# ---- commit_trace_tx ----
Figure 1. I/O pins on the die edge (commit_trace_tx).
Drawn at 1.5 px/um. Pins as bars across the die edge, other pins in gray.
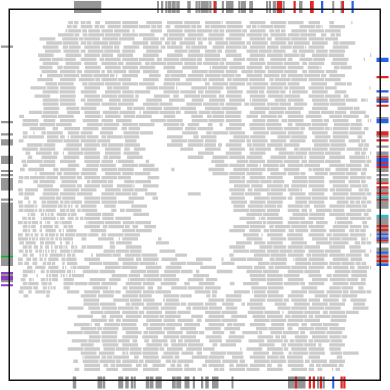
Figure 2. Clock wiring as the flow saved it (commit_trace_tx).
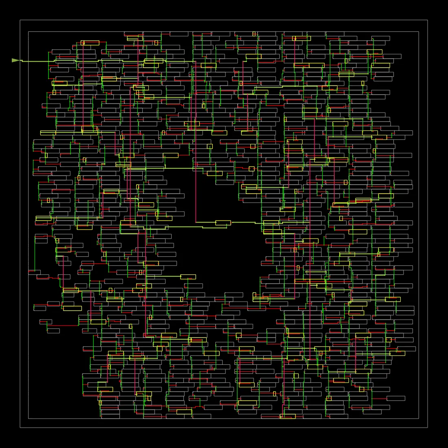
Figure 3. Signal wires by layer (commit_trace_tx).
Drawn at 1 px/um. Two of the layers only.
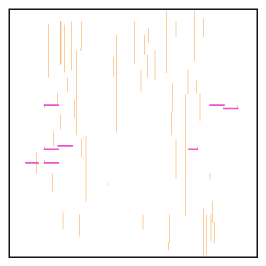
## config.mk

```make
export PLATFORM = sky130hd
export DESIGN_NAME = commit_trace_tx
export DESIGN_NICKNAME = d
export VERILOG_FILES = /design/src/rtl/commit_trace_tx.sv
export SDC_FILE = /design/constraint.sdc
export NUM_CORES = 1
export LEC_CHECK = 0
export CAP_MARGIN = 10
export CORE_MARGIN = 5
export CORE_UTILIZATION = 58
export CTS_CLUSTER_DIAMETER = 150
export DETAILED_ROUTE_END_ITERATION = 10
export GPL_TIMING_DRIVEN = 1
export PLACE_DENSITY = 0.86
export SLEW_MARGIN = 10
export SYNTH_ARGS = -nofsm -noshare
export SYNTH_HDL_FRONTEND = slang
export SYNTH_SLANG_ARGS = --single-unit
export TNS_END_PERCENT = 20
```

## constraint.sdc

```tcl
create_clock -name clk -period 13.03 [get_ports clk]
set_clock_uncertainty 0.15 [all_clocks]
set_input_delay 2.606 -clock clk [delete_from_list [all_inputs] [get_ports clk]]
set_output_delay 2.606 -clock clk [all_outputs]
set_load 0.02 [all_outputs]
```

## src/rtl/commit_trace_tx.sv

```systemverilog
// commit_trace_tx: retirement-trace FIFO from core commit side to a valid/ready sink.
// Ports: commit_* in, trace_* out (FWFT head), fifo_cnt/full/drop_cnt status.
// Build option: define COMMIT_TRACE_SEQ_EN to add a per-commit sequence number.
module commit_trace_tx #(
  parameter int DEPTH = 8,
  parameter int CW    = 16
) (
  input  logic                   clk,
  input  logic                   reset,
  input  logic                   commit_vld,
  input  logic [31:0]            commit_pc,
  input  logic [31:0]            commit_instr,
  input  logic                   commit_is_r,
  input  logic                   commit_is_i,
  input  logic [4:0]             commit_rd,
  input  logic [31:0]            commit_wr_data,
  output logic                   trace_vld,
  input  logic                   trace_rdy,
  output logic [31:0]            trace_pc,
  output logic [31:0]            trace_instr,
  output logic [31:0]            trace_wr_data,
  output logic [4:0]             trace_rd,
  output logic [1:0]             trace_kind,
  output logic [CW-1:0]          trace_seq,
  output logic [$clog2(DEPTH):0] fifo_cnt,
  output logic                   full,
  output logic [CW-1:0]          drop_cnt
);
  localparam int AW = $clog2(DEPTH);
  localparam logic [AW:0]   CNT_FULL = (AW+1)'(DEPTH);
  localparam logic [AW:0]   CNT_ONE  = (AW+1)'(1);
  localparam logic [AW-1:0] PTR_ONE  = AW'(1);
  localparam logic [CW-1:0] CW_ONE   = CW'(1);

  logic [31:0]   r_pc_mem    [DEPTH];
  logic [31:0]   r_instr_mem [DEPTH];
  logic [31:0]   r_wd_mem    [DEPTH];
  logic [4:0]    r_rd_mem    [DEPTH];
  logic [1:0]    r_kind_mem  [DEPTH];

  logic [AW-1:0] r_wptr;
  logic [AW-1:0] r_rptr;
  logic [AW:0]   r_cnt;
  logic [CW-1:0] r_drop;

  logic          w_full;
  logic          w_empty;
  logic          w_push;
  logic          w_pop;
  logic [1:0]    w_kind;

  assign w_full  = (r_cnt == CNT_FULL);
  assign w_empty = (r_cnt == '0);
  // Push is judged on the pre-edge count: a same-cycle pop never frees room.
  assign w_push  = commit_vld & ~w_full & ~reset;
  assign w_pop   = ~w_empty & trace_rdy;
  // R wins when both type flags are set.
  assign w_kind  = {commit_is_i & ~commit_is_r, commit_is_r};

  always_ff @(posedge clk) begin
    if (w_push) begin
      r_pc_mem[r_wptr]    <= commit_pc;
      r_instr_mem[r_wptr] <= commit_instr;
      r_wd_mem[r_wptr]    <= commit_wr_data;
      r_rd_mem[r_wptr]    <= commit_rd;
      r_kind_mem[r_wptr]  <= w_kind;
    end
  end

  always_ff @(posedge clk) begin
    if (reset) begin
      r_wptr <= '0;
      r_rptr <= '0;
      r_cnt  <= '0;
      r_drop <= '0;
    end else begin
      if (w_push)
        r_wptr <= r_wptr + PTR_ONE;
      if (w_pop)
        r_rptr <= r_rptr + PTR_ONE;
      case ({w_push, w_pop})
        2'b10:   r_cnt <= r_cnt + CNT_ONE;
        2'b01:   r_cnt <= r_cnt - CNT_ONE;
        default: r_cnt <= r_cnt;
      endcase
      if (commit_vld && w_full && (r_drop != '1))
        r_drop <= r_drop + CW_ONE;
    end
  end

`ifdef COMMIT_TRACE_SEQ_EN
  logic [CW-1:0] r_seq;
  logic [CW-1:0] r_seq_mem [DEPTH];

  // Counts every commit, dropped or not, so drops show up as gaps.
  always_ff @(posedge clk) begin
    if (reset)
      r_seq <= '0;
    else if (commit_vld)
      r_seq <= r_seq + CW_ONE;
  end

  always_ff @(posedge clk) begin
    if (w_push)
      r_seq_mem[r_wptr] <= r_seq;
  end

  assign trace_seq = w_empty ? '0 : r_seq_mem[r_rptr];
`else
  assign trace_seq = '0;
`endif

  assign trace_vld     = ~w_empty;
  assign trace_pc      = r_pc_mem[r_rptr];
  assign trace_instr   = r_instr_mem[r_rptr];
  assign trace_wr_data = r_wd_mem[r_rptr];
  assign trace_rd      = r_rd_mem[r_rptr];
  assign trace_kind    = r_kind_mem[r_rptr];
  assign fifo_cnt      = r_cnt;
  assign full          = w_full;
  assign drop_cnt      = r_drop;
endmodule

```

==> results.txt <==
Family with the most delay on the worst path: buffers and inverters
Routed len/inst: 27.5 um
Root Buffer Master: clkbuf_16
Largest net degree at the start of global routing: 110
Via density: 6.15
Critical Path AT: 4260 ps
Main area contributors: edfxtp_1, mux4_2, mux2_2
Run status: completed
Cell Type Count: 44
Fin util: 0.693
Top layer in use: met5
Clk pwr: 0.00233 W
Hold/Removal Path Class: reg2reg
H-tree Lvls: 3
Relative slew slack: 0.264
Mux share: 0.180
First-pass GRT wire length: 102 mm
Cell breakdown of the critical path: buf_4 -> buf_4 -> mux4_2 -> mux2_2 -> clkdlybuf4s50_1
Yosys aoi share: 0.00784
DRT antenna net count: 0
Dpl cell area: 35600 um^2
Notes on Figure 1 above:
[trace_seq] blue | pins: 16 | direction: output | edge: 13 right, 2 top, 1 bottom
[fifo_cnt] purple | pins: 4 | direction: output | edge: left
[trace_kind] cyan | pins: 2 | direction: output | edge: right
[trace_wr_data] red | pins: 32 | direction: output | edge: 18 right, 8 top, 6 bottom
[reset] green | pins: 1 | direction: input | edge: left
# port buffers: 231
chip width: 246 um
die height: 246 um

Notes on Figure 2 above:
Clock Sink Count: 853
CTS Buf Count: 82
Layout clock buffers: 97

Notes on Figure 3 above:
[M5] magenta | wire length: 103 um
[M4] orange | wire length: 1510 um
gr usage total: 0.225
detailed-route via count: 15200
total wire length: 67.7 mm

-- cell type report --
| type | count | area share |
|---|---|---|
| antenna | 4 | 0.000262 |
| multi-input combinational | 456 | 0.178 |
| inverter | 4 | 0.000393 |
| sequential | 853 | 0.663 |
| clock buffer | 97 | 0.0562 |
| clock inverter | 49 | 0.0128 |
| tap | 748 | 0.0245 |
| timing repair buffer | 253 | 0.0654 |
-- flip-flops by register name, summed over array words and instances, names as in the netlist, named ones only --
signal,flops
r_wptr,3
r_rd_mem,40
fifo_cnt,4
r_instr_mem,256
r_kind_mem,16
r_rptr,3
r_pc_mem,256
r_wd_mem,256
drop_cnt,16
-- worst min-delay path by stage --
stage / endpoint / slack (ps) / depth (start not counted)
2_1_floorplan: register / 300 / 2
3_3_place_gp: register / 310 / 2
3_5_place_dp: register / 330 / 2
4_1_cts: register / 350 / 2
5_1_grt: register / 370 / 2
6_report: register / 350 / 2
-- worst min-delay path, cell delays in order, from the launching register on --
cell,delay (ps)
dfxtp_1,320
nand2_1,50
a21oi_1,80

# ---- regbank_4x32 ----
### config.mk
export PLATFORM = sky130hd
export DESIGN_NAME = regbank_4x32
export DESIGN_NICKNAME = d
export VERILOG_FILES = /design/src/rtl/regbank_4x32_pkg.sv /design/src/rtl/regbank_4x32_read_mux.sv /design/src/rtl/regbank_4x32.sv
export SDC_FILE = /design/constraint.sdc
export NUM_CORES = 1
export LEC_CHECK = 0
export ABC_AREA = 1
export CORE_MARGIN = 2
export CORE_UTILIZATION = 30
export DETAILED_ROUTE_END_ITERATION = 6
export PLACE_DENSITY_LB_ADDON = 0.3
export SYNTH_ARGS = -nofsm -noshare
export SYNTH_HDL_FRONTEND = slang
export SYNTH_SLANG_ARGS = --single-unit
### constraint.sdc
create_clock -name clk -period 1 [get_ports clk]
set_clock_uncertainty 0.15 [all_clocks]
set_input_delay 0.1 -clock clk [delete_from_list [all_inputs] [get_ports clk]]
set_output_delay 0.1 -clock clk [all_outputs]
set_load 0.005 [all_outputs]
### src/rtl/regbank_4x32_pkg.sv
// Shared sizing and operand types for datapath clients of the register bank.
package regbank_4x32_pkg;

  localparam int REG_WIDTH = 32;
  localparam int REG_DEPTH = 4;
  localparam int REG_AW    = $clog2(REG_DEPTH);

  typedef logic [REG_AW-1:0]    reg_addr_t;
  typedef logic [REG_WIDTH-1:0] reg_data_t;

  // Address arithmetic wraps modulo REG_DEPTH because the result keeps only REG_AW bits.
  function automatic reg_addr_t addr_inc(input reg_addr_t a);
    return a + reg_addr_t'(1);
  endfunction

endpackage

### src/rtl/regbank_4x32_read_mux.sv
// DEPTH:1 combinational read multiplexer; one instance serves one read port.
module regbank_read_mux #(
  parameter int WIDTH = 32,
  parameter int DEPTH = 4,
  parameter int AW    = $clog2(DEPTH)
) (
  input  logic [DEPTH-1:0][WIDTH-1:0] i_data,
  input  logic [AW-1:0]               i_sel,
  output logic [WIDTH-1:0]            o_data
);

  always_comb begin
    o_data = i_data[i_sel];
  end

endmodule

### src/rtl/regbank_4x32.sv
// Register file with one synchronous write port and two asynchronous read ports.
// Reads show the stored value only; there is no write-to-read bypass.
module regbank_4x32
  import regbank_4x32_pkg::*;
#(
  parameter  int WIDTH = REG_WIDTH,
  parameter  int DEPTH = REG_DEPTH,
  localparam int AW    = $clog2(DEPTH)
) (
  input  logic             clk,
  input  logic             rst_n,
  input  logic             write,
  input  logic [AW-1:0]    dr,
  input  logic [WIDTH-1:0] wrData,
  input  logic [AW-1:0]    sr1,
  input  logic [AW-1:0]    sr2,
  output logic [WIDTH-1:0] rdData1,
  output logic [WIDTH-1:0] rdData2
);

  logic [WIDTH-1:0]            r_regs [DEPTH];
  logic [DEPTH-1:0][WIDTH-1:0] w_regs_pk;

  // Reset clears every register immediately and blocks any write in the same cycle.
  always_ff @(posedge clk or negedge rst_n) begin
    if (!rst_n) begin
      for (int i = 0; i < DEPTH; i++) begin
        r_regs[i] <= '0;
      end
    end else if (write) begin
      r_regs[dr] <= wrData;
    end
  end

  for (genvar gi = 0; gi < DEPTH; gi++) begin : g_pack
    assign w_regs_pk[gi] = r_regs[gi];
  end

  regbank_read_mux #(
    .WIDTH (WIDTH),
    .DEPTH (DEPTH),
    .AW    (AW)
  ) u_rd1 (
    .i_data (w_regs_pk),
    .i_sel  (sr1),
    .o_data (rdData1)
  );

  regbank_read_mux #(
    .WIDTH (WIDTH),
    .DEPTH (DEPTH),
    .AW    (AW)
  ) u_rd2 (
    .i_data (w_regs_pk),
    .i_sel  (sr2),
    .o_data (rdData2)
  );

endmodule

Figure 4. Signal wires by layer (regbank_4x32).
Drawn at 1.5 px/um. Two of the layers only.
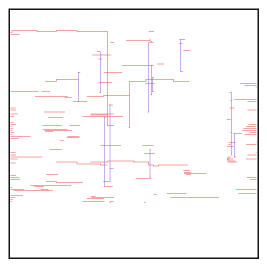
[M3] red | wire length: 1170 um
[M4] purple | wire length: 410 um
total wire length: 25.7 mm
detailed-route via count: 8009
gr usage total: 0.194
routed len/inst: 15.2 um

==> results.txt <==
Run status: finished with violations
Violated checks: setup timing
Most flops, register: r_regs
First-pass GRT wire length: 41.0 mm
Largest register FFs: 128
Setup violators final: 65
Number of I/O pins: 105
Chip width: 165 um
PD cells: 1710 nW/um^2
Die height: 165 um
Max-cap viol count: 0
Part of the cycle the worst path needs: 1.47
Clk cell area share: 0.0582
Seq/total area: 0.303
Syn Std Cell Area: 7770 um^2
Met1 Use GR: 0.249
# rows: 58
Biggest regs: r_regs (128)
Init Core Util: 0.307
Initial DRC count: 579
Nets: 1387
Final setup margin: -469 ps
Gate count of the mapped netlist: 1182
Number of logic gates: 805
Logic area: 3790 um^2
Vias in the first global route: 7881
Avg Synthesized Cell Area: 6.57 um^2
# port buffers: 104
Figure 5. Clock wiring as the flow saved it (regbank_4x32).
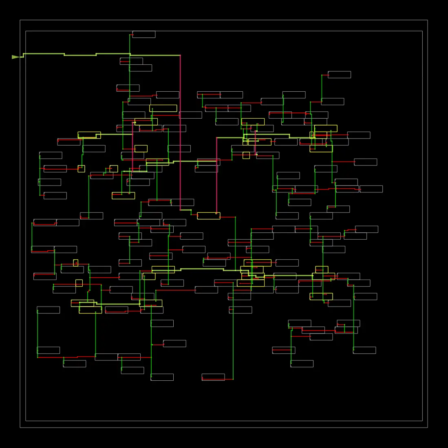
seq_cells: 128
CTS Buf Count: 17
clk ins delay skew pair: 410 ps
Clock Sink Count: 128
Layout clock buffers: 22

[worst max-delay path by stage]
stage / endpoint / depth (start not counted) / start
3_5_place_dp: rdData2[15] / 7 / sr2[0]
6_report: rdData2[22] / 5 / r_regs[118]
3_3_place_gp: rdData2[0] / 7 / sr2[0]
4_1_cts: rdData1[21] / 5 / r_regs[85]
5_1_grt: rdData2[22] / 5 / r_regs[22]
2_1_floorplan: r_regs[100] / 6 / dr[1]
[metal layers]
metal	routed length, um	vias to the layer above
met5	0	-
met4	410	0
met3	1170	33
met2	12700	228
met1	11400	3757
li1	-	3991
[worst max-delay path, delay by kind of cell, from the launching register on]
family                 cells  cell delay, ps
DFF                        1             400
and+or+nand+nor            3             210
buffers and inverters      2             190
[power by group]
group | internal [W] | switching [W] | total [W]
registers | 0.00601 | 0.000562 | 0.00658
clock network | 0.00417 | 0.00236 | 0.00653
logic | 0.00219 | 0.00275 | 0.00494
[timing repair]
item	CTS	global route
pin swaps	95	64
resized	320	141
hold buffers	2	0
endpoints found under the hold margin	128	0
setup endpoints to repair	64	67
buffers inserted	25	26
[kinds of logic after synthesis]
logic type | after synthesis
AOI/OAI and AO/OA | 32
buffers and inverters | 249
DFF | 128
and+or+nand+nor | 773


==> screenshots <==
M4 wires.
(a)
Drawn at 1.5 px/um.
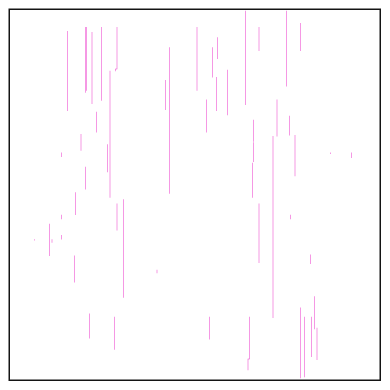
(b)
Drawn at 2 px/um.
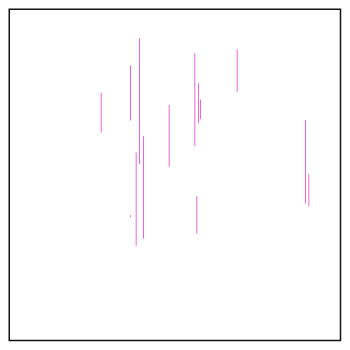
The one with the largest die is (a).
- (b) = regbank_4x32
- (a) = commit_trace_tx

Power and IR drop assume default switching activity.
